# ---- mealy_batch_flat ----
## src/rtl/mealy_batch_if.sv

```systemverilog
// Handshake bundle between the start/ack side and the mealy_batch controller.
interface mealy_batch_if #(
    parameter int COUNT_WIDTH = 8
);
    logic                   go;
    logic [COUNT_WIDTH-1:0] count;
    logic                   ack;
    logic                   en;
    logic                   done;
    logic                   busy;
    logic                   timeout;
    logic [COUNT_WIDTH-1:0] iter;

    // Requester side: software start register plus datapath acknowledge.
    modport master (
        output go, count, ack,
        input  en, done, busy, timeout, iter
    );

    // Controller side.
    modport slave (
        input  go, count, ack,
        output en, done, busy, timeout, iter
    );
endinterface

```

## src/rtl/mealy_batch.sv

```systemverilog
// Batch go/ack controller: issues `count` enable/ack transactions per start,
// with a Mealy done on the final ack and an optional per-transaction timeout.
module mealy_batch #(
    parameter int COUNT_WIDTH    = 8,
    parameter int TIMEOUT_CYCLES = 0
) (
    input logic          clk,
    input logic          rst,
    mealy_batch_if.slave bus
);
    typedef enum logic [1:0] {IDLE, ISSUE, DONE, ERROR} state_e;

    localparam logic [COUNT_WIDTH-1:0] ONE     = COUNT_WIDTH'(1);
    localparam logic [15:0]            TO_LAST = (TIMEOUT_CYCLES == 0) ? 16'd0
                                                 : 16'(TIMEOUT_CYCLES - 1);
    localparam bit                     TO_EN   = (TIMEOUT_CYCLES != 0);

    state_e                 state_q, state_d;
    logic [COUNT_WIDTH-1:0] cnt_q, cnt_d;
    logic [COUNT_WIDTH-1:0] iter_q, iter_d;
    logic [15:0]            wait_q, wait_d;
    logic                   last;

    // cnt_q >= 1 whenever ISSUE is live, so the subtraction never wraps there.
    assign last = (iter_q == cnt_q - ONE);

    // State and counter registers; reset drops everything back to IDLE at once.
    always_ff @(posedge clk or negedge rst) begin
        if (!rst) begin
            state_q <= IDLE;
            cnt_q   <= '0;
            iter_q  <= '0;
            wait_q  <= '0;
        end else begin
            state_q <= state_d;
            cnt_q   <= cnt_d;
            iter_q  <= iter_d;
            wait_q  <= wait_d;
        end
    end

    // Next-state logic; ack takes priority over an expiring timeout.
    always_comb begin
        state_d = state_q;
        cnt_d   = cnt_q;
        iter_d  = iter_q;
        wait_d  = wait_q;
        unique case (state_q)
            IDLE: begin
                if (bus.go) begin
                    cnt_d   = bus.count;
                    iter_d  = '0;
                    wait_d  = '0;
                    state_d = (bus.count == '0) ? DONE : ISSUE;
                end
            end
            ISSUE: begin
                if (bus.ack) begin
                    if (last) begin
                        state_d = DONE;
                    end else begin
                        iter_d = iter_q + ONE;
                        wait_d = '0;
                    end
                end else begin
                    // Saturate so a disabled timeout can stall forever harmlessly.
                    wait_d = (wait_q == 16'hFFFF) ? wait_q : wait_q + 16'd1;
                    if (TO_EN && wait_q == TO_LAST) state_d = ERROR;
                end
            end
            DONE:    if (!bus.go) state_d = IDLE;
            ERROR:   if (!bus.go) state_d = IDLE;
            default: state_d = IDLE;
        endcase
    end

    // Outputs decoded from registered state; done alone looks at ack in ISSUE.
    always_comb begin
        bus.en      = (state_q == ISSUE);
        bus.busy    = (state_q == ISSUE);
        bus.timeout = (state_q == ERROR);
        bus.done    = (state_q == DONE) || ((state_q == ISSUE) && bus.ack && last);
        bus.iter    = iter_q;
    end
endmodule

```

## src/flat_wrapper.sv

```systemverilog
// flat-port wrapper written by rule: the top's interface ports become plain ports
module mealy_batch_flat 
#(
    parameter int COUNT_WIDTH    = 8,
    parameter int TIMEOUT_CYCLES = 0
)
  (clk, rst, bus_go, bus_count, bus_ack, bus_en, bus_done, bus_busy, bus_timeout, bus_iter);
  mealy_batch_if #(.COUNT_WIDTH(COUNT_WIDTH)) bus_i ();
  input logic clk;
  input logic rst;
  input wire logic [$bits(bus_i.go)-1:0] bus_go;
  input wire logic [$bits(bus_i.count)-1:0] bus_count;
  input wire logic [$bits(bus_i.ack)-1:0] bus_ack;
  output wire logic [$bits(bus_i.en)-1:0] bus_en;
  output wire logic [$bits(bus_i.done)-1:0] bus_done;
  output wire logic [$bits(bus_i.busy)-1:0] bus_busy;
  output wire logic [$bits(bus_i.timeout)-1:0] bus_timeout;
  output wire logic [$bits(bus_i.iter)-1:0] bus_iter;
  assign bus_i.go = bus_go;
  assign bus_i.count = bus_count;
  assign bus_i.ack = bus_ack;
  assign bus_en = bus_i.en;
  assign bus_done = bus_i.done;
  assign bus_busy = bus_i.busy;
  assign bus_timeout = bus_i.timeout;
  assign bus_iter = bus_i.iter;
  mealy_batch #(.COUNT_WIDTH(COUNT_WIDTH), .TIMEOUT_CYCLES(TIMEOUT_CYCLES)) u_core (.clk(clk), .rst(rst), .bus(bus_i));
endmodule
```

## config.mk

```make
export PLATFORM = sky130hd
export DESIGN_NAME = mealy_batch_flat
export DESIGN_NICKNAME = d
export VERILOG_FILES = /design/src/rtl/mealy_batch_if.sv /design/src/rtl/mealy_batch.sv /design/src/flat_wrapper.sv
export SDC_FILE = /design/constraint.sdc
export NUM_CORES = 1
export LEC_CHECK = 0
export CAP_MARGIN = 0
export CORE_MARGIN = 2
export CORE_UTILIZATION = 46
export DETAILED_ROUTE_END_ITERATION = 8
export GPL_TIMING_DRIVEN = 0
export PLACE_DENSITY_LB_ADDON = 0.1
export SETUP_SLACK_MARGIN = 0.05
export SYNTH_ARGS = -nofsm -noshare
export SYNTH_HDL_FRONTEND = slang
export SYNTH_SLANG_ARGS = --single-unit
```

## constraint.sdc

```tcl
create_clock -name clk -period 2 [get_ports clk]
set_input_delay 0.2 -clock clk [delete_from_list [all_inputs] [get_ports clk]]
set_output_delay 0.2 -clock clk [all_outputs]
set_load 0.02 [all_outputs]
```

# ---- sync_frame_tx_1101 ----
==> src/rtl/sync_frame_tx_1101.sv <==
// -----------------------------------------------------------------------------
// sync_frame_tx_1101
//
// Serial frame transmitter feeding a 1101 sequence detector, one bit per clock.
// A frame is: sync pattern 1101, DATA_W payload bits MSB-first, GAP_LEN zeros.
// With STUFF=1 a 0 is inserted after any "110" seen inside the payload so the
// detector can only match on the sync pattern.
//
// Ports:
//   clk    in   clock, all logic on rising edge
//   rst    in   synchronous active-high reset
//   start  in   frame request, sampled only while ready=1
//   data   in   payload, captured on the accepting edge
//   ready  out  1 while in IDLE (combinational from state)
//   o      out  registered serial bit
//   done   out  registered pulse during the final gap bit
//   pst    out  present state (IDLE=0, SYNC=1, DATA=2, GAP=3)
//   nxt    out  combinational next state (ignores rst)
//
// Handshake: a frame is accepted on a rising edge where ready=1 and start=1.
// There is no backpressure once accepted; start is ignored until ready returns.
//
// Timing: o is aligned with pst, i.e. while pst=SYNC the sync bits are on o,
// while pst=DATA the payload/stuff bits are on o, while pst=GAP the gap zeros
// are on o. The IDLE cycle between back-to-back frames also drives o=0.
// -----------------------------------------------------------------------------
module sync_frame_tx_1101 #(
  parameter int DATA_W  = 8,
  parameter int GAP_LEN = 2,
  parameter int STUFF   = 1
) (
  input  logic              clk,
  input  logic              rst,
  input  logic              start,
  input  logic [DATA_W-1:0] data,
  output logic              ready,
  output logic              o,
  output logic              done,
  output logic [1:0]        pst,
  output logic [1:0]        nxt
);

  typedef enum logic [1:0] {
    IDLE = 2'd0,
    SYNC = 2'd1,
    DATA = 2'd2,
    GAP  = 2'd3
  } state_t;

  localparam int DCW = $clog2(DATA_W + 1);
  localparam int GCW = $clog2(GAP_LEN + 1);
  localparam logic [3:0] SYNC_PAT = 4'b1101;

  state_t            state;
  state_t            state_nxt;
  logic [DATA_W-1:0] shreg;
  logic [1:0]        sync_cnt;   // index of the sync bit currently on o
  logic [DCW-1:0]    data_cnt;   // payload bits already placed on o
  logic [GCW-1:0]    gap_cnt;    // gap bits already placed on o
  logic [2:0]        hist;       // last three bits placed on o, newest in [0]

  logic last_data;
  logic last_gap;
  logic stuff_now;

  // The bit on o right now is the last payload bit once data_cnt hits DATA_W;
  // no stuffing is applied after it because the gap zeros break any pattern.
  assign last_data = (data_cnt == DCW'(DATA_W));
  assign last_gap  = (gap_cnt == GCW'(GAP_LEN));
  assign stuff_now = (STUFF != 0) && (hist == 3'b110) && !last_data;

  always_comb begin
    state_nxt = state;
    case (state)
      IDLE: if (start)            state_nxt = SYNC;
      SYNC: if (sync_cnt == 2'd3) state_nxt = DATA;
      DATA: if (last_data)        state_nxt = GAP;
      GAP:  if (last_gap)         state_nxt = IDLE;
      default:                    state_nxt = IDLE;
    endcase
  end

  assign ready = (state == IDLE);
  assign pst   = state;
  assign nxt   = state_nxt;

  always_ff @(posedge clk) begin
    if (rst) begin
      state    <= IDLE;
      o        <= 1'b0;
      done     <= 1'b0;
      shreg    <= '0;
      sync_cnt <= '0;
      data_cnt <= '0;
      gap_cnt  <= '0;
      hist     <= '0;
    end else begin
      state <= state_nxt;
      done  <= 1'b0;
      case (state)
        IDLE: begin
          o        <= 1'b0;
          hist     <= 3'b000;
          sync_cnt <= '0;
          data_cnt <= '0;
          gap_cnt  <= '0;
          if (start) begin
            shreg <= data;
            o     <= 1'b1;        // first sync bit
            hist  <= 3'b001;
          end
        end

        SYNC: begin
          if (sync_cnt == 2'd3) begin
            // First payload bit; history ends in 1 here so no stuff is possible.
            o        <= shreg[DATA_W-1];
            hist     <= {hist[1:0], shreg[DATA_W-1]};
            shreg    <= shreg << 1;
            data_cnt <= DCW'(1);
          end else begin
            o        <= SYNC_PAT[2'd2 - sync_cnt];
            hist     <= {hist[1:0], SYNC_PAT[2'd2 - sync_cnt]};
            sync_cnt <= sync_cnt + 2'd1;
          end
        end

        DATA: begin
          if (last_data) begin
            o       <= 1'b0;
            hist    <= {hist[1:0], 1'b0};
            gap_cnt <= GCW'(1);
            done    <= (GAP_LEN == 1);
          end else if (stuff_now) begin
            // Stuffed zero: payload bit stays in place, count holds.
            o    <= 1'b0;
            hist <= {hist[1:0], 1'b0};
          end else begin
            o        <= shreg[DATA_W-1];
            hist     <= {hist[1:0], shreg[DATA_W-1]};
            shreg    <= shreg << 1;
            data_cnt <= data_cnt + DCW'(1);
          end
        end

        GAP: begin
          o <= 1'b0;
          if (last_gap) begin
            hist     <= 3'b000;
            data_cnt <= '0;
            gap_cnt  <= '0;
          end else begin
            hist    <= {hist[1:0], 1'b0};
            gap_cnt <= gap_cnt + GCW'(1);
            done    <= (gap_cnt == GCW'(GAP_LEN - 1));
          end
        end

        default: begin
          o <= 1'b0;
        end
      endcase
    end
  end

endmodule

==> config.mk <==
export PLATFORM = sky130hd
export DESIGN_NAME = sync_frame_tx_1101
export DESIGN_NICKNAME = d
export VERILOG_FILES = /design/src/rtl/sync_frame_tx_1101.sv
export SDC_FILE = /design/constraint.sdc
export NUM_CORES = 1
export LEC_CHECK = 0
export CORE_ASPECT_RATIO = 0.8
export CORE_MARGIN = 2
export CORE_UTILIZATION = 48
export DETAILED_ROUTE_END_ITERATION = 12
export PLACE_DENSITY = 0.84
export SLEW_MARGIN = 20
export SYNTH_ARGS = -nofsm -noshare
export SYNTH_HDL_FRONTEND = slang
export SYNTH_SLANG_ARGS = --single-unit
export TNS_END_PERCENT = 30
==> constraint.sdc <==
create_clock -name clk -period 1.5 [get_ports clk]
set_input_delay 0.3 -clock clk [delete_from_list [all_inputs] [get_ports clk]]
set_output_delay 0.3 -clock clk [all_outputs]
set_load 0.02 [all_outputs]
**mealy_batch_flat: clock nets**

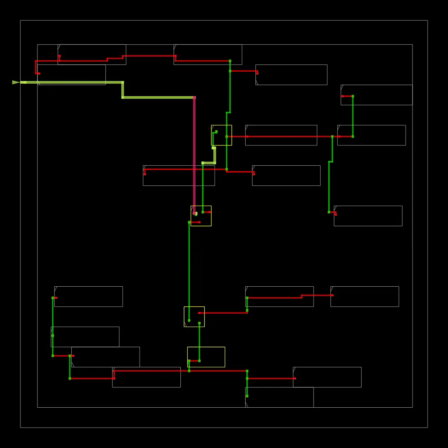
clk ins delay skew pair: 0.30 ns
cts bufs inserted: 3
power in the clock group: 0.000231 W
clkbuf count: 4

**mealy_batch_flat: drive-strength map**

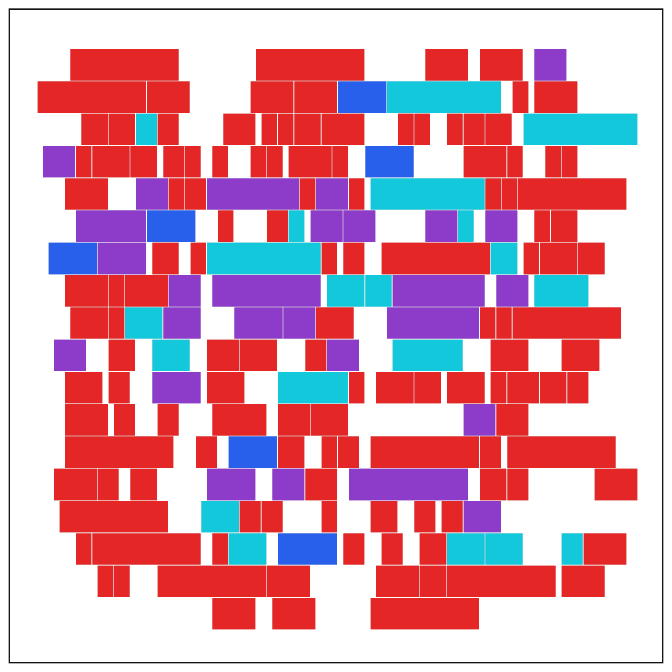
- blue: _6 and larger (cells 6; share 3.3%)
- cyan: _2 cells (cells 20; share 11%)
- red: _0 and _1 cells (cells 130; share 71%)
- purple: _3 and _4 cells (cells 27; share 15%)

==> metrics.cfg, mealy_batch_flat <==
[timing]
worst_pin_slew_ns = 0.888
finalSetupViolations = 9
worst_slack_ns = -0.382
holdWs_ns = 0.392

[place]
dp.cells = 196
post-place-ws_ns = -0.639

[outcome]
violations = negative setup slack
outcome = finished with violations

[detailed_routing]
via_per_inst = 5.70
route.detailed.drc = 0
post_drt_wl_per_cell_um = 16.4
wl_met1_mm = 1.54

[clock_tree]
cts.sinks = 18
cts_hold_buf = 0

[layout]
lay_top_cells = nand2_1, clkdlybuf4s50_1, dfrtp_1
nNetsFinal = 198

[synthesis]
synth_flops = 18
ys_area_um2 = 1190
top_logic_kind = simple AND/OR/NAND/NOR gates

[global_route]
grt_pass1_wl_mm = 5.28
grt_pass1_vias = 1144
grt_max_degree = 19
overflow = 0

[power]
power-top-group = combinational cells
p_per_area_nw_per_um2 = 1470
power_frac_seq_pct = 26.2
irDropWorstVdd_uv = 922

[setup_path]
cp-end-kind = primary output

[mealy_batch_flat: registers in the layout, summed over array words and instances (netlist names)]
signal,flops
u_core.bus.iter,8
u_core.state_q,2
u_core.cnt_q,8
[mealy_batch_flat: path summary, 6_finish.rpt]
check | end | slack [ns] | depth (start not counted)
max | bus_done | -0.38 | 10
min | u_core.cnt_q[7] | 0.39 | 1
max reg2reg | u_core.bus.iter[3] | -0.26 | 11
min reg2reg | u_core.cnt_q[7] | 0.53 | 2
max in group asynchronous | u_core.cnt_q[0] | 1.01 | 1
min in group clk | u_core.cnt_q[2] | 0.44 | 3
**sync_frame_tx_1101: drive-strength map**

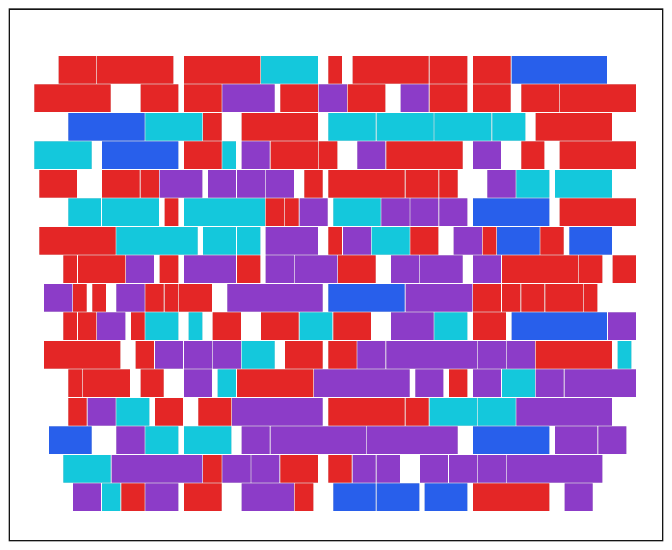
- blue: _6 and larger (cells 13; share 6.5%)
- purple: _3 and _4 cells (cells 67; share 33%)
- red: _0 and _1 cells (cells 88; share 44%)
- cyan: _2 cells (cells 33; share 16%)
Buffers, non-clock: 68
Final Cell Area: 2190 µm²
P&R area growth vs syn: 68.4%
Setup WS post-layout: -0.355 ns

==> metrics.cfg, sync_frame_tx_1101 <==
[setup_path]
crit_type = reg2out
cp-start-kind = register
cp_top_family = AND-OR/OR-AND gates
crit_arrival_ns = 1.56
cp_slowest_cell = dfxtp_4
crit_cells = 5
crit_chain = ha_4 -> a21boi_4 -> o21ai_2 -> a22oi_2 -> buf_4

[timing]
timing.final.max_slew_violations = 0
worst_slack_ns = -0.355
finalSetupViolations = 16

[outcome]
violations = negative setup slack
outcome = finished with violations

[power]
irDropWorstVdd_uv = 1840
finalPower_w = 0.00471
power-top-group = combinational cells
power.switching_w = 0.00202
clock_power_share_pct = 6.5

[layout]
design.seq.count = 22
dominant_cells = multi-input combinational cells
seq_share_pct = 20.5
fillers = 118
inverters = 6
clock_area_share_pct = 1.20
comb_cells = 101
lay_top_cells = buf_4, dfxtp_1, clkdlybuf4s50_1

[clock_tree]
post_cts_buffers = 5

[detailed_routing]
detail-route-antenna-nets = 0

[place]
post-place-ws_ns = -0.538
dp.cells = 210

[global_route]
gr-usage-all-layers_pct = 26.7

[synthesis]
top_logic_kind = AND-OR/OR-AND gates
ys_area_um2 = 1300
yosys.area_share.xor_xnor_pct = 0

[min_path]
holdPathStages = 1

[floorplan]
tap_cells = 36

==> sync_frame_tx_1101: per-layer routing <==
layer  part of all wire [%]  up-vias  GRT usage (%)
met5                      0        -              0
met4                    4.7        0           13.3
met3                    6.5       31           8.30
met2                     45       64           44.6
met1                     44      665           31.5
li1                       -      644              -
==> sync_frame_tx_1101: worst max path at each step <==
stage / endpoint / from
6_report: nxt[1] / pst[0]
5_1_grt: nxt[1] / pst[0]
4_1_cts: nxt[0] / data_cnt[0]
3_5_place_dp: nxt[1] / start
3_3_place_gp: nxt[1] / start
2_1_floorplan: data_cnt[0] / pst[1]

# ---- swap_pair_loader ----
**swap_pair_loader: clock nets**

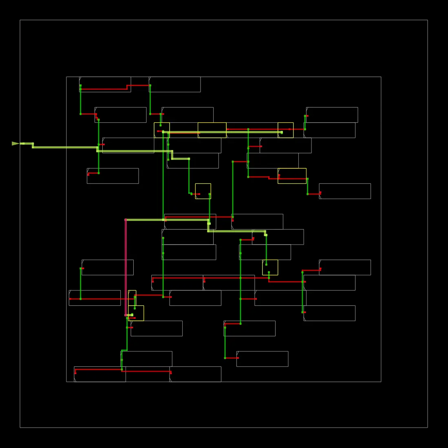

==> src/rtl/swap_pair_loader.sv <==
// Collects a serial byte stream into an (a, b) operand pair for the swap register.
// Completed pairs are held stable and handed off over a pair_valid/pair_ready handshake.
module swap_pair_loader #(
  parameter int WIDTH     = 8,
  parameter int CNT_WIDTH = 8
) (
  input  logic                 clk,
  input  logic                 rst_n,
  input  logic [WIDTH-1:0]     in_data,
  input  logic                 in_valid,
  output logic                 in_ready,
  input  logic                 flush,
  output logic [WIDTH-1:0]     a,
  output logic [WIDTH-1:0]     b,
  output logic                 pair_valid,
  input  logic                 pair_ready,
  output logic [CNT_WIDTH-1:0] pair_count
);

  typedef enum logic [1:0] {
    LOAD_A,
    LOAD_B,
    HOLD
  } state_t;

  state_t           state;
  state_t           next_state;
  logic [WIDTH-1:0] staging;
  logic             accept;
  logic             load_first;
  logic             load_pair;
  logic             handoff;
  logic             discard;

  assign in_ready = (state != HOLD);
  assign accept   = in_valid && in_ready;

  // A flush wins over a beat in the same cycle; a held pair is immune to flush.
  assign discard    = flush && (state != HOLD);
  assign load_first = (state == LOAD_A) && accept && !flush;
  assign load_pair  = (state == LOAD_B) && accept && !flush;
  assign handoff    = (state == HOLD) && pair_ready;

  always_ff @(posedge clk or negedge rst_n) begin
    if (!rst_n) begin
      state <= LOAD_A;
    end else begin
      state <= next_state;
    end
  end

  always_comb begin
    next_state = state;
    case (state)
      LOAD_A: begin
        if (flush) begin
          next_state = LOAD_A;
        end else if (accept) begin
          next_state = LOAD_B;
        end
      end
      LOAD_B: begin
        if (flush) begin
          next_state = LOAD_A;
        end else if (accept) begin
          next_state = HOLD;
        end
      end
      HOLD: begin
        if (pair_ready) begin
          next_state = LOAD_A;
        end
      end
      default: next_state = LOAD_A;
    endcase
  end

  always_ff @(posedge clk or negedge rst_n) begin
    if (!rst_n) begin
      staging <= '0;
    end else if (discard) begin
      staging <= '0;
    end else if (load_first) begin
      staging <= in_data;
    end
  end

  // a/b only ever change when a full pair lands, so the swap stage sees a stable pair.
  always_ff @(posedge clk or negedge rst_n) begin
    if (!rst_n) begin
      a          <= '0;
      b          <= '0;
      pair_valid <= 1'b0;
      pair_count <= '0;
    end else begin
      if (load_pair) begin
        a          <= staging;
        b          <= in_data;
        pair_valid <= 1'b1;
      end else if (handoff) begin
        pair_valid <= 1'b0;
        pair_count <= pair_count + CNT_WIDTH'(1);
      end
    end
  end

endmodule

==> config.mk <==
export PLATFORM = sky130hd
export DESIGN_NAME = swap_pair_loader
export DESIGN_NICKNAME = d
export VERILOG_FILES = /design/src/rtl/swap_pair_loader.sv
export SDC_FILE = /design/constraint.sdc
export NUM_CORES = 1
export LEC_CHECK = 0
export CAP_MARGIN = 5
export CORE_MARGIN = 8
export CORE_UTILIZATION = 45
export DETAILED_ROUTE_END_ITERATION = 8
export GPL_ROUTABILITY_DRIVEN = 0
export PLACE_DENSITY = 0.75
export REMOVE_ABC_BUFFERS = 1
export SYNTH_ARGS = -nofsm -noshare
export SYNTH_HDL_FRONTEND = slang
export SYNTH_SLANG_ARGS = --single-unit
==> constraint.sdc <==
create_clock -name clk -period 1.7 [get_ports clk]
set_input_delay 0.17 -clock clk [delete_from_list [all_inputs] [get_ports clk]]
set_output_delay 0.17 -clock clk [all_outputs]
set_load 0.01 [all_outputs]
# ---- d_cache_write_buffer ----
`src/rtl/d_cache_write_buffer.sv`:
```
// Write-back line buffer between the d_cache AXI write master and memory.
// Flushes are acknowledged early, lines drain to memory in FIFO order, and refills are held off while their line is still buffered.
module d_cache_write_buffer #(
  parameter int         ADDR_WIDTH         = 26,
  parameter int         DATA_WIDTH         = 32,
  parameter int         BLOCK_OFFSET_WIDTH = 2,
  parameter int         DEPTH              = 2,
  parameter logic [3:0] WR_ID              = 4'd1
) (
  input  logic                  clk,
  input  logic                  rst_n,
  input  logic                  s_awvalid,
  output logic                  s_awready,
  input  logic [ADDR_WIDTH-1:0] s_awaddr,
  input  logic [3:0]            s_awlen,
  input  logic                  s_wvalid,
  output logic                  s_wready,
  input  logic [DATA_WIDTH-1:0] s_wdata,
  input  logic                  s_wlast,
  output logic                  s_bvalid,
  input  logic                  s_bready,
  input  logic                  s_arvalid,
  input  logic [ADDR_WIDTH-1:0] s_araddr,
  output logic                  s_arready,
  output logic                  m_awvalid,
  input  logic                  m_awready,
  output logic [ADDR_WIDTH-1:0] m_awaddr,
  output logic [3:0]            m_awlen,
  output logic [3:0]            m_awid,
  output logic                  m_wvalid,
  input  logic                  m_wready,
  output logic [DATA_WIDTH-1:0] m_wdata,
  output logic                  m_wlast,
  output logic [3:0]            m_wid,
  input  logic                  m_bvalid,
  output logic                  m_bready,
  output logic                  m_arvalid,
  input  logic                  m_arready
);

  localparam int LINE_SIZE = 1 << BLOCK_OFFSET_WIDTH;
  localparam int TAG_LSB   = BLOCK_OFFSET_WIDTH + 2;
  localparam int TAG_W     = ADDR_WIDTH - TAG_LSB;
  localparam int PTR_W     = (DEPTH > 1) ? $clog2(DEPTH) : 1;
  localparam int CNT_W     = $clog2(DEPTH + 1);
  localparam int BEAT_W    = (BLOCK_OFFSET_WIDTH > 0) ? BLOCK_OFFSET_WIDTH : 1;

  localparam logic [BEAT_W-1:0] LAST_BEAT = BEAT_W'(LINE_SIZE - 1);
  localparam logic [CNT_W-1:0]  DEPTH_C   = CNT_W'(DEPTH);
  localparam logic [3:0]        AWLEN_C   = 4'(LINE_SIZE);

  typedef enum logic [1:0] {
    F_IDLE = 2'd0,
    F_DATA = 2'd1,
    F_RESP = 2'd2
  } fill_e;

  typedef enum logic [1:0] {
    D_IDLE = 2'd0,
    D_ADDR = 2'd1,
    D_DATA = 2'd2,
    D_RESP = 2'd3
  } drain_e;

  fill_e                  f_state_q, f_state_d;
  drain_e                 d_state_q, d_state_d;
  logic [PTR_W-1:0]       wp_q, wp_d, rp_q, rp_d;
  logic [CNT_W-1:0]       count_q, count_d;
  logic [BEAT_W-1:0]      fbeat_q, fbeat_d, dbeat_q, dbeat_d;
  logic [TAG_W-1:0]       fill_tag_q, fill_tag_d;
  logic [DEPTH-1:0]       valid_q, valid_d;
  logic [TAG_W-1:0]       tag_q  [DEPTH];
  logic [DATA_WIDTH-1:0]  data_q [DEPTH][LINE_SIZE];

  logic                   s_awready_q, s_wready_q, s_bvalid_q;
  logic                   m_awvalid_q, m_wvalid_q, m_wlast_q, m_bready_q;
  logic [ADDR_WIDTH-1:0]  m_awaddr_q;
  logic [DATA_WIDTH-1:0]  m_wdata_q;

  logic                   aw_fire_s, wr_beat_s, commit_s, pop_s, hit_s;
  logic [TAG_W-1:0]       ar_tag_s;
  logic                   unused_s;

  assign unused_s = ^{s_awlen, s_awaddr[TAG_LSB-1:0], s_araddr[TAG_LSB-1:0]};

  // Fill side: accept one flush burst at a time and commit it as a whole line
  always_comb begin
    f_state_d  = f_state_q;
    wp_d       = wp_q;
    fbeat_d    = fbeat_q;
    fill_tag_d = fill_tag_q;
    aw_fire_s  = 1'b0;
    wr_beat_s  = 1'b0;
    commit_s   = 1'b0;
    case (f_state_q)
      F_IDLE: begin
        if (s_awvalid && s_awready_q) begin
          aw_fire_s  = 1'b1;
          fill_tag_d = s_awaddr[ADDR_WIDTH-1:TAG_LSB];
          fbeat_d    = '0;
          f_state_d  = F_DATA;
        end else begin
          f_state_d = F_IDLE;
        end
      end
      F_DATA: begin
        if (s_wvalid && s_wready_q) begin
          wr_beat_s = 1'b1;
          fbeat_d   = fbeat_q + BEAT_W'(1);
          if (s_wlast || (fbeat_q == LAST_BEAT)) begin
            commit_s  = 1'b1;
            wp_d      = wp_q + PTR_W'(1);
            f_state_d = F_RESP;
          end else begin
            f_state_d = F_DATA;
          end
        end else begin
          f_state_d = F_DATA;
        end
      end
      F_RESP: begin
        if (s_bready) begin
          f_state_d = F_IDLE;
        end else begin
          f_state_d = F_RESP;
        end
      end
      default: f_state_d = F_IDLE;
    endcase
  end

  // Drain side: address, beats, then wait for the memory response before popping
  always_comb begin
    d_state_d = d_state_q;
    rp_d      = rp_q;
    dbeat_d   = dbeat_q;
    pop_s     = 1'b0;
    case (d_state_q)
      D_IDLE: begin
        if (count_q != '0) begin
          d_state_d = D_ADDR;
        end else begin
          d_state_d = D_IDLE;
        end
      end
      D_ADDR: begin
        if (m_awready && m_awvalid_q) begin
          dbeat_d   = '0;
          d_state_d = D_DATA;
        end else begin
          d_state_d = D_ADDR;
        end
      end
      D_DATA: begin
        if (m_wready && m_wvalid_q) begin
          if (dbeat_q == LAST_BEAT) begin
            d_state_d = D_RESP;
          end else begin
            dbeat_d = dbeat_q + BEAT_W'(1);
          end
        end else begin
          d_state_d = D_DATA;
        end
      end
      D_RESP: begin
        if (m_bvalid) begin
          pop_s     = 1'b1;
          rp_d      = rp_q + PTR_W'(1);
          d_state_d = D_IDLE;
        end else begin
          d_state_d = D_RESP;
        end
      end
      default: d_state_d = D_IDLE;
    endcase
  end

  // Occupancy and per-entry valid bits; commit and pop never target the same entry
  always_comb begin
    valid_d = valid_q;
    count_d = count_q;
    if (commit_s) begin
      valid_d[wp_q] = 1'b1;
    end else begin
      valid_d = valid_d;
    end
    if (pop_s) begin
      valid_d[rp_q] = 1'b0;
    end else begin
      valid_d = valid_d;
    end
    case ({commit_s, pop_s})
      2'b10:   count_d = count_q + CNT_W'(1);
      2'b01:   count_d = count_q - CNT_W'(1);
      default: count_d = count_q;
    endcase
  end

  // Read-after-write gate: a refill waits while its line is buffered or still being filled
  always_comb begin
    ar_tag_s = s_araddr[ADDR_WIDTH-1:TAG_LSB];
    hit_s    = (f_state_q != F_IDLE) && (fill_tag_q == ar_tag_s);
    for (int i = 0; i < DEPTH; i++) begin
      hit_s = hit_s | (valid_q[i] && (tag_q[i] == ar_tag_s));
    end
    hit_s = hit_s & s_arvalid;
  end

  // State, pointers and registered outputs, all derived from next-state values
  always_ff @(posedge clk) begin
    if (!rst_n) begin
      f_state_q   <= F_IDLE;
      d_state_q   <= D_IDLE;
      wp_q        <= '0;
      rp_q        <= '0;
      count_q     <= '0;
      fbeat_q     <= '0;
      dbeat_q     <= '0;
      fill_tag_q  <= '0;
      valid_q     <= '0;
      for (int i = 0; i < DEPTH; i++) begin
        tag_q[i] <= '0;
      end
      s_awready_q <= 1'b1;
      s_wready_q  <= 1'b0;
      s_bvalid_q  <= 1'b0;
      m_awvalid_q <= 1'b0;
      m_awaddr_q  <= '0;
      m_wvalid_q  <= 1'b0;
      m_wdata_q   <= '0;
      m_wlast_q   <= 1'b0;
      m_bready_q  <= 1'b0;
    end else begin
      f_state_q   <= f_state_d;
      d_state_q   <= d_state_d;
      wp_q        <= wp_d;
      rp_q        <= rp_d;
      count_q     <= count_d;
      fbeat_q     <= fbeat_d;
      dbeat_q     <= dbeat_d;
      fill_tag_q  <= fill_tag_d;
      valid_q     <= valid_d;
      if (aw_fire_s) begin
        tag_q[wp_q] <= fill_tag_d;
      end
      s_awready_q <= (f_state_d == F_IDLE) && (count_d < DEPTH_C);
      s_wready_q  <= (f_state_d == F_DATA);
      s_bvalid_q  <= (f_state_d == F_RESP);
      m_awvalid_q <= (d_state_d == D_ADDR);
      m_awaddr_q  <= (d_state_d == D_ADDR) ? {tag_q[rp_d], {TAG_LSB{1'b0}}} : '0;
      m_wvalid_q  <= (d_state_d == D_DATA);
      m_wdata_q   <= (d_state_d == D_DATA) ? data_q[rp_d][dbeat_d] : '0;
      m_wlast_q   <= (d_state_d == D_DATA) && (dbeat_d == LAST_BEAT);
      m_bready_q  <= (d_state_d == D_RESP);
    end
  end

  // Line data store; contents of free entries are don't-care
  always_ff @(posedge clk) begin
    if (wr_beat_s) begin
      data_q[wp_q][fbeat_q] <= s_wdata;
    end
  end

  assign s_awready = s_awready_q;
  assign s_wready  = s_wready_q;
  assign s_bvalid  = s_bvalid_q;
  assign m_awvalid = m_awvalid_q;
  assign m_awaddr  = m_awaddr_q;
  assign m_awlen   = m_awvalid_q ? AWLEN_C : 4'd0;
  assign m_awid    = m_awvalid_q ? WR_ID : 4'd0;
  assign m_wvalid  = m_wvalid_q;
  assign m_wdata   = m_wdata_q;
  assign m_wlast   = m_wlast_q;
  assign m_wid     = m_wvalid_q ? WR_ID : 4'd0;
  assign m_bready  = m_bready_q;
  assign m_arvalid = s_arvalid & ~hit_s;
  assign s_arready = m_arready & ~hit_s;

endmodule

```
`config.mk`:
```
export PLATFORM = sky130hd
export DESIGN_NAME = d_cache_write_buffer
export DESIGN_NICKNAME = d
export VERILOG_FILES = /design/src/rtl/d_cache_write_buffer.sv
export SDC_FILE = /design/constraint.sdc
export NUM_CORES = 1
export LEC_CHECK = 0
export CELL_PAD_IN_SITES_DETAIL_PLACEMENT = 1
export CELL_PAD_IN_SITES_GLOBAL_PLACEMENT = 1
export CORE_MARGIN = 1
export CORE_UTILIZATION = 40
export DETAILED_ROUTE_END_ITERATION = 12
export GPL_ROUTABILITY_DRIVEN = 0
export GPL_TIMING_DRIVEN = 0
export PLACE_DENSITY_LB_ADDON = 0.1
export REMOVE_ABC_BUFFERS = 1
export SYNTH_ARGS = -nofsm -noshare
export SYNTH_HDL_FRONTEND = slang
export SYNTH_SLANG_ARGS = --single-unit
```
`constraint.sdc`:
```
create_clock -name clk -period 5.6 [get_ports clk]
set_clock_uncertainty 0.2 [all_clocks]
set_input_delay 0.56 -clock clk [delete_from_list [all_inputs] [get_ports clk]]
set_output_delay 0.56 -clock clk [all_outputs]
set_load 0.1 [all_outputs]
```
# ---- fifo_uart_tx ----
==> src/rtl/uart_pkg.sv <==
// Shared types and helpers for the FIFO-fed UART transmitter.
package uart_pkg;

    // Transmitter frame phases.
    typedef enum logic [2:0] {
        ST_IDLE,
        ST_START,
        ST_DATA,
        ST_PARITY,
        ST_STOP
    } tx_state_t;

    // Parity selection codes; anything else behaves as PAR_NONE.
    localparam int unsigned PAR_NONE = 0;
    localparam int unsigned PAR_EVEN = 1;
    localparam int unsigned PAR_ODD  = 2;

    // Width of a counter that must reach clks - 1; never narrower than one bit.
    function automatic int unsigned cnt_width(input int unsigned clks);
        return (clks > 2) ? $clog2(clks) : 1;
    endfunction

endpackage

==> src/rtl/uart_bit_timer.sv <==
// Free-running bit-period timer. Held at zero while restart is high and
// pulses bit_tick on the last clock of every bit period.
module uart_bit_timer
    import uart_pkg::*;
#(
    parameter int unsigned CLKS_PER_BIT = 16
) (
    input  logic clock,
    input  logic reset_n,
    input  logic restart,
    output logic bit_tick
);

    localparam int unsigned CW = cnt_width(CLKS_PER_BIT);
    localparam logic [CW-1:0] LAST = CW'(CLKS_PER_BIT - 1);

    logic [CW-1:0] cnt;

    assign bit_tick = (cnt == LAST);

    // Count 0..CLKS_PER_BIT-1 and reload on each boundary so periods never drift.
    always_ff @(posedge clock or negedge reset_n) begin
        if (!reset_n) begin
            cnt <= '0;
        end else if (restart || bit_tick) begin
            cnt <= '0;
        end else begin
            cnt <= cnt + CW'(1);
        end
    end

endmodule

==> src/rtl/fifo_uart_tx.sv <==
// UART transmitter that pops bytes from an upstream FIFO and serialises them
// as start bit, 8 data bits LSB first, optional parity, and 1 or 2 stop bits.
module fifo_uart_tx
    import uart_pkg::*;
#(
    parameter int unsigned CLKS_PER_BIT = 16,
    parameter int unsigned PARITY       = 0,
    parameter int unsigned STOP_BITS    = 1
) (
    input  logic       clock,
    input  logic       reset_n,
    input  logic       tx_enable,
    input  logic       fifo_empty,
    input  logic [7:0] fifo_data,
    output logic       fifo_read_enable,
    output logic       tx,
    output logic       busy,
    output logic       frame_done
);

    localparam bit PAR_EN   = (PARITY == PAR_EVEN) || (PARITY == PAR_ODD);
    localparam bit PAR_INV  = (PARITY == PAR_ODD);
    localparam bit TWO_STOP = (STOP_BITS == 2);

    tx_state_t  state;
    logic [7:0] data_q;
    logic [2:0] bit_idx;
    logic       stop_cnt;
    logic       tx_q;
    logic       bit_tick;
    logic       timer_restart;
    logic       last_stop;
    logic       par_bit;

    // Pop only from IDLE; gating with reset_n keeps the strobe low during reset
    // even though the state already reads IDLE.
    assign fifo_read_enable = reset_n & (state == ST_IDLE) & tx_enable & ~fifo_empty;
    assign busy             = (state != ST_IDLE) | fifo_read_enable;
    assign timer_restart    = (state == ST_IDLE);
    assign last_stop        = ~TWO_STOP | stop_cnt;
    assign frame_done       = (state == ST_STOP) & bit_tick & last_stop;
    assign par_bit          = (^data_q) ^ PAR_INV;
    assign tx               = tx_q;

    uart_bit_timer #(
        .CLKS_PER_BIT(CLKS_PER_BIT)
    ) u_bit_timer (
        .clock   (clock),
        .reset_n (reset_n),
        .restart (timer_restart),
        .bit_tick(bit_tick)
    );

    // Frame sequencer; tx is loaded one edge ahead so the line comes from a flop.
    always_ff @(posedge clock or negedge reset_n) begin
        if (!reset_n) begin
            state    <= ST_IDLE;
            data_q   <= '0;
            bit_idx  <= '0;
            stop_cnt <= 1'b0;
            tx_q     <= 1'b1;
        end else begin
            unique case (state)
                ST_IDLE: begin
                    tx_q <= 1'b1;
                    if (fifo_read_enable) begin
                        data_q   <= fifo_data;
                        bit_idx  <= '0;
                        stop_cnt <= 1'b0;
                        tx_q     <= 1'b0;
                        state    <= ST_START;
                    end
                end
                ST_START: begin
                    if (bit_tick) begin
                        tx_q  <= data_q[0];
                        state <= ST_DATA;
                    end
                end
                ST_DATA: begin
                    if (bit_tick) begin
                        if (bit_idx == 3'd7) begin
                            bit_idx <= '0;
                            if (PAR_EN) begin
                                tx_q  <= par_bit;
                                state <= ST_PARITY;
                            end else begin
                                tx_q  <= 1'b1;
                                state <= ST_STOP;
                            end
                        end else begin
                            bit_idx <= bit_idx + 3'd1;
                            tx_q    <= data_q[bit_idx + 3'd1];
                        end
                    end
                end
                ST_PARITY: begin
                    if (bit_tick) begin
                        tx_q  <= 1'b1;
                        state <= ST_STOP;
                    end
                end
                ST_STOP: begin
                    if (bit_tick) begin
                        if (last_stop) begin
                            state <= ST_IDLE;
                        end else begin
                            stop_cnt <= 1'b1;
                        end
                    end
                end
                default: state <= ST_IDLE;
            endcase
        end
    end

endmodule

==> config.mk <==
export PLATFORM = sky130hd
export DESIGN_NAME = fifo_uart_tx
export DESIGN_NICKNAME = d
export VERILOG_FILES = /design/src/rtl/uart_pkg.sv /design/src/rtl/uart_bit_timer.sv /design/src/rtl/fifo_uart_tx.sv
export SDC_FILE = /design/constraint.sdc
export NUM_CORES = 1
export LEC_CHECK = 0
export ABC_CLOCK_PERIOD_IN_PS = 1700
export CORE_MARGIN = 4
export CORE_UTILIZATION = 30
export CTS_CLUSTER_DIAMETER = 50
export CTS_CLUSTER_SIZE = 10
export DETAILED_ROUTE_END_ITERATION = 7
export GPL_TIMING_DRIVEN = 0
export HOLD_SLACK_MARGIN = 0.08
export PLACE_DENSITY_LB_ADDON = 0.15
export SYNTH_ARGS = -nofsm -noshare
export SYNTH_HDL_FRONTEND = slang
export SYNTH_HIERARCHICAL = 1
export SYNTH_SLANG_ARGS = --single-unit
==> constraint.sdc <==
create_clock -name clock -period 1.7 [get_ports clock]
set_clock_uncertainty 0.1 [all_clocks]
set_input_delay 0.34 -clock clock [delete_from_list [all_inputs] [get_ports clock]]
set_output_delay 0.34 -clock clock [all_outputs]
set_load 0.005 [all_outputs]
# ---- multicycle_controller ----
--- config.mk ---
export PLATFORM = sky130hd
export DESIGN_NAME = multicycle_controller
export DESIGN_NICKNAME = d
export VERILOG_FILES = /design/src/rtl/controller_pkg.sv /design/src/rtl/alu_decoder.sv /design/src/rtl/multicycle_controller.sv
export SDC_FILE = /design/constraint.sdc
export NUM_CORES = 1
export LEC_CHECK = 0
export ABC_AREA = 1
export CORE_MARGIN = 4
export CORE_UTILIZATION = 30
export DETAILED_ROUTE_END_ITERATION = 16
export MAX_ROUTING_LAYER = met4
export SYNTH_ARGS = -nofsm -noshare
export SYNTH_HDL_FRONTEND = slang
export SYNTH_SLANG_ARGS = --single-unit
--- constraint.sdc ---
create_clock -name clk -period 4.1 [get_ports clk]
set_input_delay 1.23 -clock clk [delete_from_list [all_inputs] [get_ports clk]]
set_output_delay 1.23 -clock clk [all_outputs]
set_load 0.1 [all_outputs]
--- src/rtl/controller_pkg.sv ---
// Shared encodings for the multicycle controller: state enum, opcode/funct
// constants, ALU control codes and the pcsrc/alusrcb mux selects.
package controller_pkg;

   typedef enum logic [3:0] {
      FETCH, DECODE, MEMADR, MEMRD, MEMWB, MEMWR,
      RTYPEEX, ALUWB, BEQEX, ADDIEX, ADDIWB, JEX, BNEEX
   } state_t;

   localparam logic [5:0] OP_RTYPE = 6'b000000;
   localparam logic [5:0] OP_LW    = 6'b100011;
   localparam logic [5:0] OP_SW    = 6'b101011;
   localparam logic [5:0] OP_BEQ   = 6'b000100;
   localparam logic [5:0] OP_BNE   = 6'b000101;
   localparam logic [5:0] OP_ADDI  = 6'b001000;
   localparam logic [5:0] OP_J     = 6'b000010;

   localparam logic [5:0] FUNCT_ADD = 6'b100000;
   localparam logic [5:0] FUNCT_SUB = 6'b100010;
   localparam logic [5:0] FUNCT_AND = 6'b100100;
   localparam logic [5:0] FUNCT_OR  = 6'b100101;
   localparam logic [5:0] FUNCT_SLT = 6'b101010;

   localparam logic [3:0] ALU_ADD = 4'b0010;
   localparam logic [3:0] ALU_SUB = 4'b0110;
   localparam logic [3:0] ALU_AND = 4'b0000;
   localparam logic [3:0] ALU_OR  = 4'b0001;
   localparam logic [3:0] ALU_SLT = 4'b0111;

   localparam logic [1:0] PCSRC_ALU    = 2'b00;
   localparam logic [1:0] PCSRC_ALUOUT = 2'b01;
   localparam logic [1:0] PCSRC_JUMP   = 2'b10;

   localparam logic [1:0] SRCB_REG   = 2'b00;
   localparam logic [1:0] SRCB_FOUR  = 2'b01;
   localparam logic [1:0] SRCB_IMM   = 2'b10;
   localparam logic [1:0] SRCB_IMMSH = 2'b11;

endpackage

--- src/rtl/alu_decoder.sv ---
// Combinational R-type funct to ALU control decode; unknown funct codes
// fall back to add and raise the illegal flag.
module alu_decoder
   import controller_pkg::*;
#(
   parameter int FUNCT_W   = 6,
   parameter int ALUCTRL_W = 4
) (
   input  logic [FUNCT_W-1:0]   funct,
   output logic [ALUCTRL_W-1:0] alucontrol,
   output logic                 illegal
);

   always_comb begin
      alucontrol = ALUCTRL_W'(ALU_ADD);
      illegal    = 1'b0;
      case (funct)
         FUNCT_W'(FUNCT_ADD): alucontrol = ALUCTRL_W'(ALU_ADD);
         FUNCT_W'(FUNCT_SUB): alucontrol = ALUCTRL_W'(ALU_SUB);
         FUNCT_W'(FUNCT_AND): alucontrol = ALUCTRL_W'(ALU_AND);
         FUNCT_W'(FUNCT_OR):  alucontrol = ALUCTRL_W'(ALU_OR);
         FUNCT_W'(FUNCT_SLT): alucontrol = ALUCTRL_W'(ALU_SLT);
         default:             illegal    = 1'b1;
      endcase
   end

endmodule

--- src/rtl/multicycle_controller.sv ---
// Multicycle MIPS-style control FSM with memory handshake stalls.
// Define CONTROLLER_BNE_EN to add the bne instruction (state BNEEX).
module multicycle_controller
   import controller_pkg::*;
#(
   parameter int OP_W      = 6,
   parameter int FUNCT_W   = 6,
   parameter int ALUCTRL_W = 4
) (
   input  logic                 clk,
   input  logic                 reset,
   input  logic [OP_W-1:0]      op,
   input  logic [FUNCT_W-1:0]   funct,
   input  logic                 zero,
   input  logic                 mem_ready,
   output logic                 iord,
   output logic                 irwrite,
   output logic                 memread,
   output logic                 memwrite,
   output logic                 regdst,
   output logic                 memtoreg,
   output logic                 regwrite,
   output logic                 alusrca,
   output logic                 pcen,
   output logic                 illegal,
   output logic [1:0]           alusrcb,
   output logic [1:0]           pcsrc,
   output logic [ALUCTRL_W-1:0] alucontrol
);

   state_t                 state_reg;
   state_t                 state_next;
   state_t                 state_cur;
   logic [ALUCTRL_W-1:0]   funct_alucontrol;
   logic                   funct_illegal;

   alu_decoder #(
      .FUNCT_W   (FUNCT_W),
      .ALUCTRL_W (ALUCTRL_W)
   ) u_alu_decoder (
      .funct      (funct),
      .alucontrol (funct_alucontrol),
      .illegal    (funct_illegal)
   );

   // Outputs look like FETCH while reset is held, whatever state is stored.
   assign state_cur = reset ? FETCH : state_reg;

   always_ff @(posedge clk) begin
      if (reset) state_reg <= FETCH;
      else       state_reg <= state_next;
   end

   always_comb begin
      state_next = FETCH;
      iord       = 1'b0;
      irwrite    = 1'b0;
      memread    = 1'b0;
      memwrite   = 1'b0;
      regdst     = 1'b0;
      memtoreg   = 1'b0;
      regwrite   = 1'b0;
      alusrca    = 1'b0;
      pcen       = 1'b0;
      illegal    = 1'b0;
      alusrcb    = SRCB_REG;
      pcsrc      = PCSRC_ALU;
      alucontrol = '0;
      case (state_cur)
         FETCH: begin
            memread    = 1'b1;
            alusrcb    = SRCB_FOUR;
            alucontrol = ALUCTRL_W'(ALU_ADD);
            irwrite    = mem_ready;
            pcen       = mem_ready;
            state_next = mem_ready ? DECODE : FETCH;
         end
         DECODE: begin
            alusrcb    = SRCB_IMMSH;
            alucontrol = ALUCTRL_W'(ALU_ADD);
            case (op)
               OP_W'(OP_LW), OP_W'(OP_SW): state_next = MEMADR;
               OP_W'(OP_RTYPE):            state_next = RTYPEEX;
               OP_W'(OP_BEQ):              state_next = BEQEX;
               OP_W'(OP_ADDI):             state_next = ADDIEX;
               OP_W'(OP_J):                state_next = JEX;
`ifdef CONTROLLER_BNE_EN
               OP_W'(OP_BNE):              state_next = BNEEX;
`endif
               default: begin
                  illegal    = 1'b1;
                  state_next = FETCH;
               end
            endcase
         end
         MEMADR, ADDIEX: begin
            alusrca    = 1'b1;
            alusrcb    = SRCB_IMM;
            alucontrol = ALUCTRL_W'(ALU_ADD);
            if (state_cur == ADDIEX)      state_next = ADDIWB;
            else if (op == OP_W'(OP_SW))  state_next = MEMWR;
            else                          state_next = MEMRD;
         end
         MEMRD: begin
            iord       = 1'b1;
            memread    = 1'b1;
            state_next = mem_ready ? MEMWB : MEMRD;
         end
         MEMWB: begin
            memtoreg = 1'b1;
            regwrite = 1'b1;
         end
         MEMWR: begin
            iord       = 1'b1;
            memwrite   = 1'b1;
            state_next = mem_ready ? FETCH : MEMWR;
         end
         RTYPEEX: begin
            alusrca    = 1'b1;
            alucontrol = funct_alucontrol;
            illegal    = funct_illegal;
            state_next = ALUWB;
         end
         ALUWB: begin
            regdst   = 1'b1;
            regwrite = 1'b1;
         end
         ADDIWB: regwrite = 1'b1;
         BEQEX: begin
            alusrca    = 1'b1;
            alucontrol = ALUCTRL_W'(ALU_SUB);
            pcsrc      = PCSRC_ALUOUT;
            pcen       = zero;
         end
`ifdef CONTROLLER_BNE_EN
         BNEEX: begin
            alusrca    = 1'b1;
            alucontrol = ALUCTRL_W'(ALU_SUB);
            pcsrc      = PCSRC_ALUOUT;
            pcen       = ~zero;
         end
`endif
         JEX: begin
            pcsrc = PCSRC_JUMP;
            pcen  = 1'b1;
         end
         default: state_next = FETCH;
      endcase
   end

endmodule

**d_cache_write_buffer: signal wires on met1**

Supply wires on this layer in gray. Cells faint in the background.
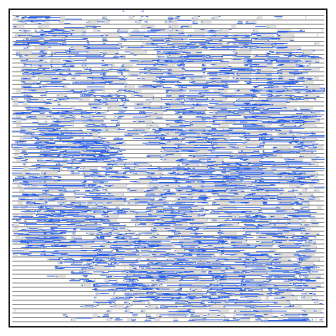
- wire length on this layer: 17400 µm
- longest straight run: 47.4 µm
- nets with wire on the layer: 1255
- main direction: horizontal
vias: 9644
Routed WL: 41.0 mm

==> metrics.cfg, d_cache_write_buffer <==
[setup_path]
required_ns = 4.84
cp-start-kind = input port

[synthesis]
yosys.area_share.xor_xnor_pct = 4.05
flop_cell = edfxtp_1
avgSynthCellArea_um2 = 14.0

[layout]
comb_area_share_pct = 22.5
ff_latch_area_um2 = 11000
antenna_cells = 2
fin_cells = 1814

[power]
pg_comb_w = 0.000331
switching_share_pct = 22.0
irDropWorstVdd_uv = 183
pg_clk_w = 0.00274

[clock_tree]
cts.sinks = 397
cts_root_buffer = clkbuf_16

[detailed_routing]
drt_iter0_drc = 501

[timing]
max-slew-margin-rel_pct = 13.1

[outcome]
outcome = completed

[d_cache_write_buffer: routing by layer]
metal,global-route usage [%],vias to the layer above,wire [µm]
met2,36.1,223,20500
met5,0,-,39
met3,4.41,68,2190
met1,26.9,4927,17400
li1,-,4420,-
met4,6.19,6,842
[d_cache_write_buffer: cells by family after synthesis]
kind of cell,Yosys count
flops,397
compound gates,232
buf+inv,93
fa+ha+maj,9
other cells,1
simple gates,275
xor+xnor,72
mux,34
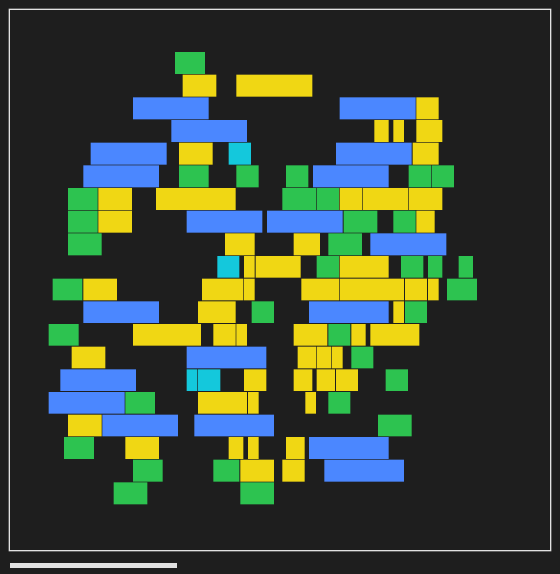
**Above:** fifo_uart_tx (cells colored by class).
Scale bar: 20 µm.
- yellow: combinational and other logic (cells 53; share of their area 39%)
- cyan: clock drivers and dummy loads (cells 4; share of their area 2.0%)
- green: other buffers and delay cells (cells 34; share of their area 23%)
- blue: flops (cells 19; share of their area 36%)
Final Cell Area: 1380 µm²
Rows: 20
fraction of area in registers: 34.9%
Core Area: 3080 µm²
Final Util: 44.8%

==> metrics.cfg, fifo_uart_tx <==
[synthesis]
synth-edff-count = 0
yosys-top-cells-area = dfrtp_1, mux2_2, ha_1, dfstp_2, mux4_1
postSynthSeqShare_pct = 49.2
flop_cell = dfrtp_1
ys_sh_mux_pct = 14.3
syn-num-nets = 90
ys_cells = 75

[power]
irDropWorstVdd_uv = 688
power-top-group = sequential cells
p_seq_w = 0.000754

[min_path]
min_from = reset_n

[layout]
lay_top_cells = dfrtp_1, buf_4, mux2_2, clkdlybuf4s50_1, buf_6
syn_to_final_growth_pct = 42.3
fin_cells = 154
reg.largest.list = data_q x8, u_bit_timer/cnt x4
fillers = 301

[clock_tree]
cts_tree = yes
clkLatencyLatePin_ns = 0.29
cts.sinks = 19

[setup_path]
crit_arrival_ns = 1.31
crit_top_cell = and3_4
reg2reg_to = bit_idx[1]
slowest_delay_ns = 0.37
crit_chain = ha_2 -> and3_4 -> and3_4 -> buf_6

[global_route]
busiest_layer = met2
use_met3_pct = 2.25
grt_pass1_vias = 775

[timing]
timing.final.max_slew_violations = 0
clock.fmax_ghz = 0.573
tns_ns = -0.0686
worst_slack_ns = -0.0453
finalSetupViolations = 2

[outcome]
violations = negative setup slack
outcome = finished with violations

[detailed_routing]
post_drt_wl_per_cell_um = 13.6
routed_wl_mm = 2.10
drt_iter0_drc = 23
wl_met2_mm = 1.11
first_pass_iters = 4
via_per_inst = 4.68
route.detailed.drc = 0

[floorplan]
tap_cells = 44
die_w_um = 64.9

-- fifo_uart_tx: cells in the mapped netlist, types with 2 or more instances --
master,number
buf_6,2
dfrtp_1,18
ha_1,3
inv_1,2
mux2_2,8
nand2_1,4
nand3b_1,2
nor2_1,5
nor3_1,2
nor3b_1,2
o21ai_0,2
-- fifo_uart_tx: timing repair --
item | in CTS | in global routing
hold buffers | 1 | 0
buffers inserted | 10 | 7
setup endpoints to repair | 17 | 13
resized | 33 | 8
hold endpoints to repair | 19 | 0
pin swaps | 6 | 6
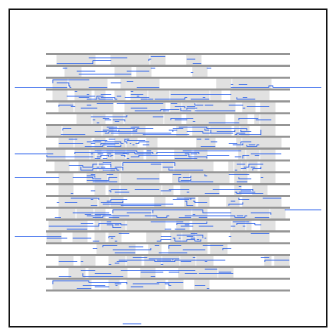
**Above:** swap_pair_loader (signal wires on met1).
Supply wires on this layer in gray. Cells faint in the background.
- share of all routed wire: 40%
- main direction: horizontal
- longest straight run: 20.7 µm
- nets with wire on the layer: 146
- wire length on this layer: 1310 µm
vias: 1063
GRT met1 Usage: 14.8%
Routed WL: 3.25 mm

**swap_pair_loader: drive-strength map**

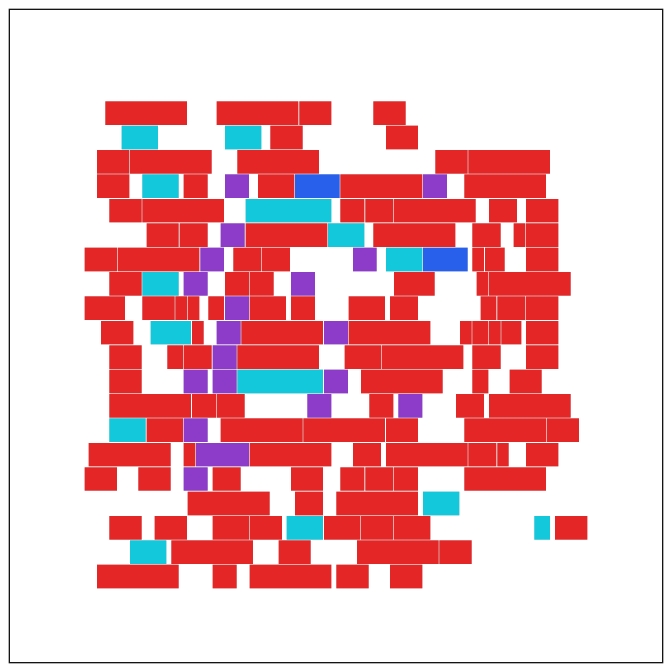
- blue: _6 and larger (cells 2; share 1.3%)
- red: _0 and _1 cells (cells 124; share 78%)
- cyan: _2 cells (cells 14; share 8.8%)
- purple: _3 and _4 cells (cells 19; share 12%)

## Picture notes: 'clock nets' of swap_pair_loader
clk ins delay skew pair: 0.34 ns
clk sink count: 35
cts bufs inserted: 5

==> metrics.cfg, swap_pair_loader <==
[setup_path]
slowest_delay_ns = 0.47
crit_arrival_ns = 1.84
crit_type = reg2reg
crit_chain = buf_4 -> buf_4 -> nor3_4 -> buf_4 -> mux2_2
crit-reg2reg-launch = state[1]
cp-start-kind = register

[floorplan]
tap_cells = 44
die_y_um = 72.7
die_area_um2 = 5280

[global_route]
overflow = 0
busiest_layer = met2

[clock_tree]
cts_root_buffer = clkbuf_4
cts_tree = yes

[flow_run]
log.warning_count = 25

[power]
clock_power_share_pct = 21.4
intPower_w = 0.00170
power.switching_w = 0.000666
combPwrFrac_pct = 30.7
power_frac_seq_pct = 47.9

[layout]
syn_to_final_growth_pct = 40.1
lay_top_cells = clkdlybuf4s50_1, dfrtp_1, buf_4
bufAreaShareNonClock_pct = 24.0
clock_area_share_pct = 3.40
drive_above_1_share_pct = 22.0
dominant_cells = sequential cells
nNetsFinal = 172
layout_top_cell = clkdlybuf4s50_1

[synthesis]
ys_async_sr_fraction_pct = 100
most_common_cell = dfrtp_1
synth-edff-count = 0

[outcome]
outcome = completed

[detailed_routing]
routed.top_layer = met4
wl_met1_mm = 1.31
route.detailed.drc = 0

[place]
dp.cells = 190
place_area_um2 = 1910
dp_hpwl_mm = 2.39

[timing]
max-slew-margin-rel_pct = 49.2
worst_slack_ns = 0.0799

==> swap_pair_loader: logic make-up (layout without fill, tap and decap cells) <==
family,Yosys count,in the layout,synth area share [%]
adders and majority gates,1,1,0.865
and+or+nand+nor,16,16,7.18
muxes,17,17,13.2
AOI/OAI and AO/OA,19,19,10.4
buffers and inverters,7,63,2.94
DFF,35,35,60.6
xor gates and xnor gates,8,8,4.84
==> swap_pair_loader: worst max-delay path: cells and delay by family (launching register included) <==
kind          cells  cell delay, ns
flops             1            0.47
buf+inv           3            0.51
mux               1            0.34
simple gates      1            0.19
**multicycle_controller: cells colored by class**

Scale bar: 20 µm.
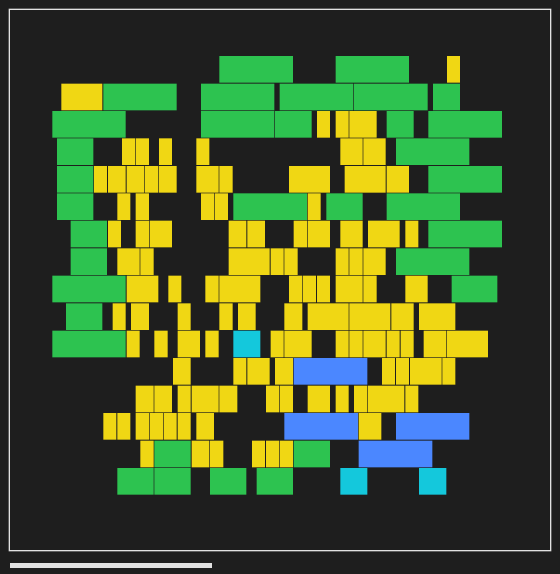
- green: other buffers and delay cells (cells 34; share of their area 43%)
- yellow: combinational and other logic (cells 111; share of their area 49%)
- blue: flops (cells 4; share of their area 6.7%)
- cyan: clock drivers (cells 3; share of their area 1.9%)
Final Util: 62.4%
Final Cell Area: 1220 µm²
Core Area: 1960 µm²
fraction of area in registers: 6.54%

==> metrics.cfg, multicycle_controller <==
[clock_tree]
cts-buffers-inserted = 3
post_cts_buffers = 0

[synthesis]
ys_async_sr_fraction_pct = 0
syn-num-nets = 132
ys_top_cells_by_count = nor2_1, nand2_1, inv_1

[setup_path]
crit_chain = clkdlybuf4s50_1 -> inv_1 -> nor2_1 -> nand2_1 -> nor2_1 -> nand3_1 -> a21oi_2 -> buf_12
cp-start-kind = input port
required_ns = 2.87
cp_top_family = buffers and inverters
rrSetupSlack_ns = 2.86

[layout]
inverters = 21
comb_area_share_pct = 40.8
syn_to_final_growth_pct = 97.4
bufAreaShareNonClock_pct = 41.5
clock_area_share_pct = 1.84

[flow_run]
log.warning_count = 27
maxCapViolCount = 0

[global_route]
grt_use_met1_pct = 18.7
grt_util_met2_pct = 28.8
use_met3_pct = 1.69

[floorplan]
tap_cells = 27

[power]
pg_clk_w = 0.0000491

[detailed_routing]
first_pass_iters = 4
wl_met1_um = 804

[timing]
fin_skew_ns = 0.000266

[place]
port-buffer-count = 32

[outcome]
outcome = completed

==> multicycle_controller: cells in the final DEF (no fill, tap or decap), types with 2 or more instances in the layout <==
cell	instances
buf_4	2
nand3_1	9
o21ai_1	2
inv_1	15
inv_2	5
nand2_4	2
nand2_1	18
nand3_2	2
clkbuf_4	3
nor2_2	4
a21oi_1	3
clkdlybuf4s50_1	14
o21ai_2	2
dfxtp_1	4
nand3b_1	3
nor2_1	23
nor2_4	6
nand2_2	6
buf_12	17
nand4_1	6


==> screenshots <==
Drive-strength map.
picture 1
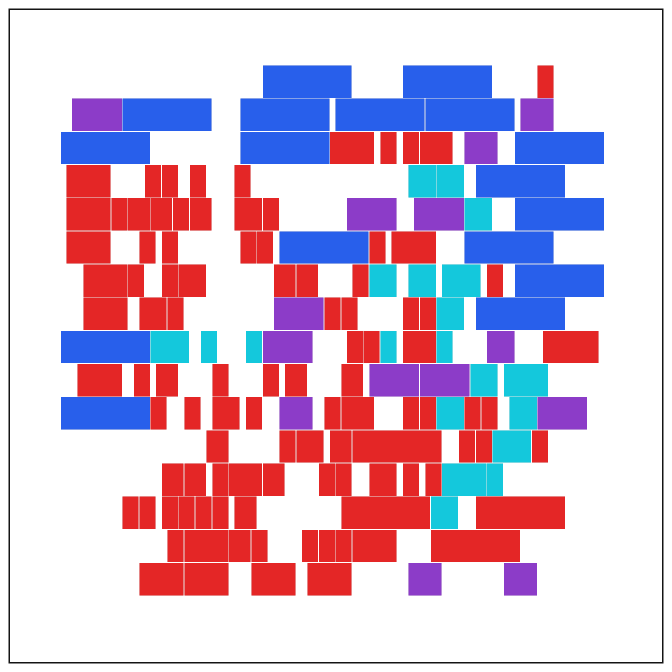
picture 2
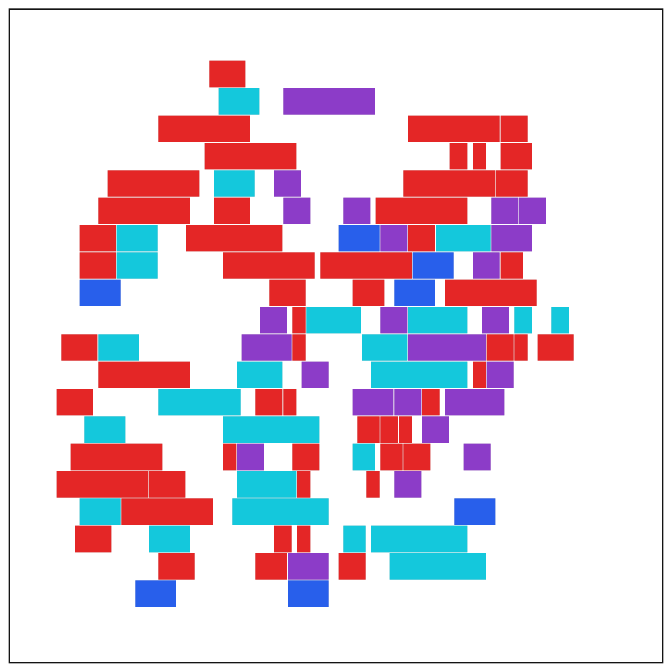
picture 3
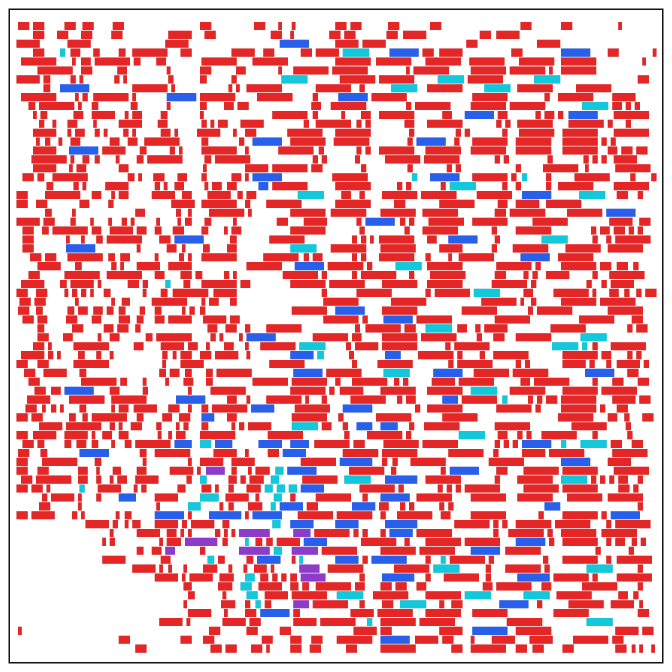
For multicycle_controller, see picture 1.
For fifo_uart_tx, see picture 2.
For d_cache_write_buffer, see picture 3.

Key to picture 3:
- blue: _6 and larger (cells 76; share 5.8%)
- purple: _3 and _4 cells (cells 10; share 0.77%)
- red: _0 and _1 cells (cells 1152; share 89%)
- cyan: _2 cells (cells 63; share 4.8%)


==> notes/layouts.md <==
Pictures saved along the way, in no particular order.

Clock distribution.
(a)
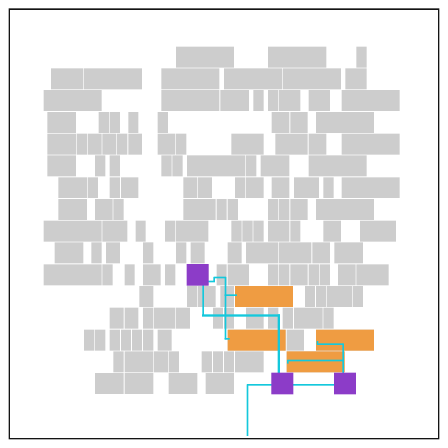
(b)
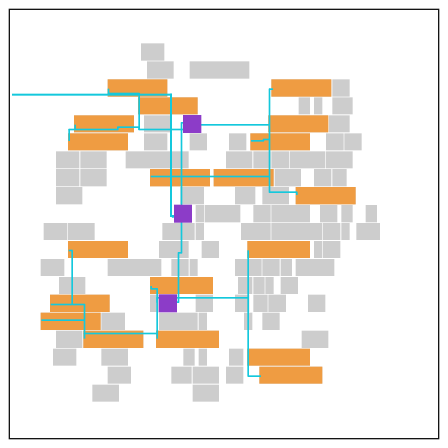
(c)
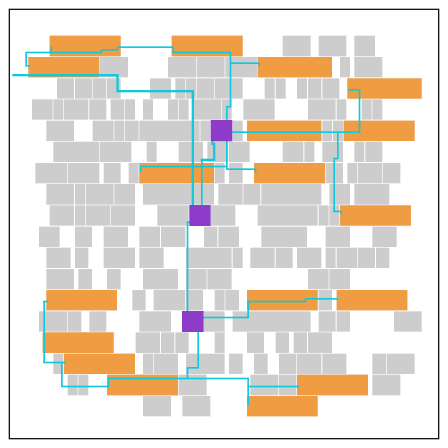
(d)
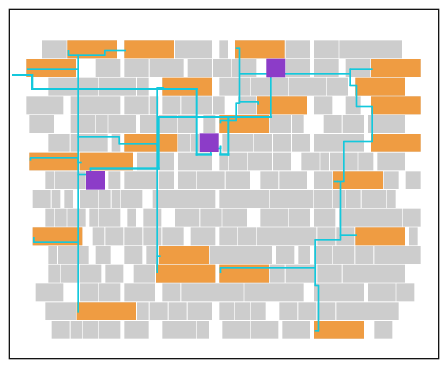
(e)
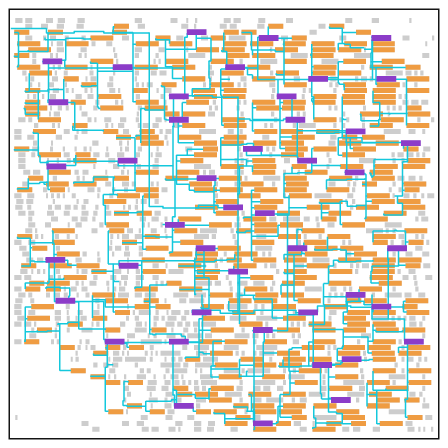
(f)
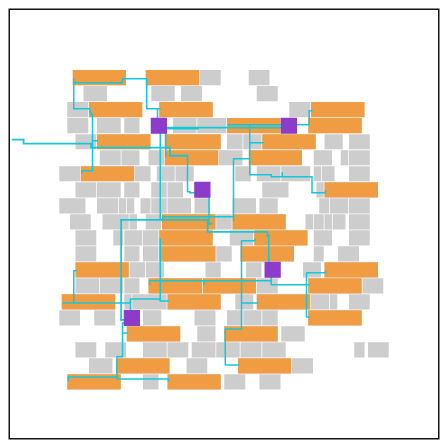
(c) -> mealy_batch_flat
(d) -> sync_frame_tx_1101
(a) -> multicycle_controller
(f) -> swap_pair_loader
(e) -> d_cache_write_buffer
(b) -> fifo_uart_tx
- fewest sequential cells: (a)
- most sequential cells: (e)

Power and IR drop assume default switching activity.
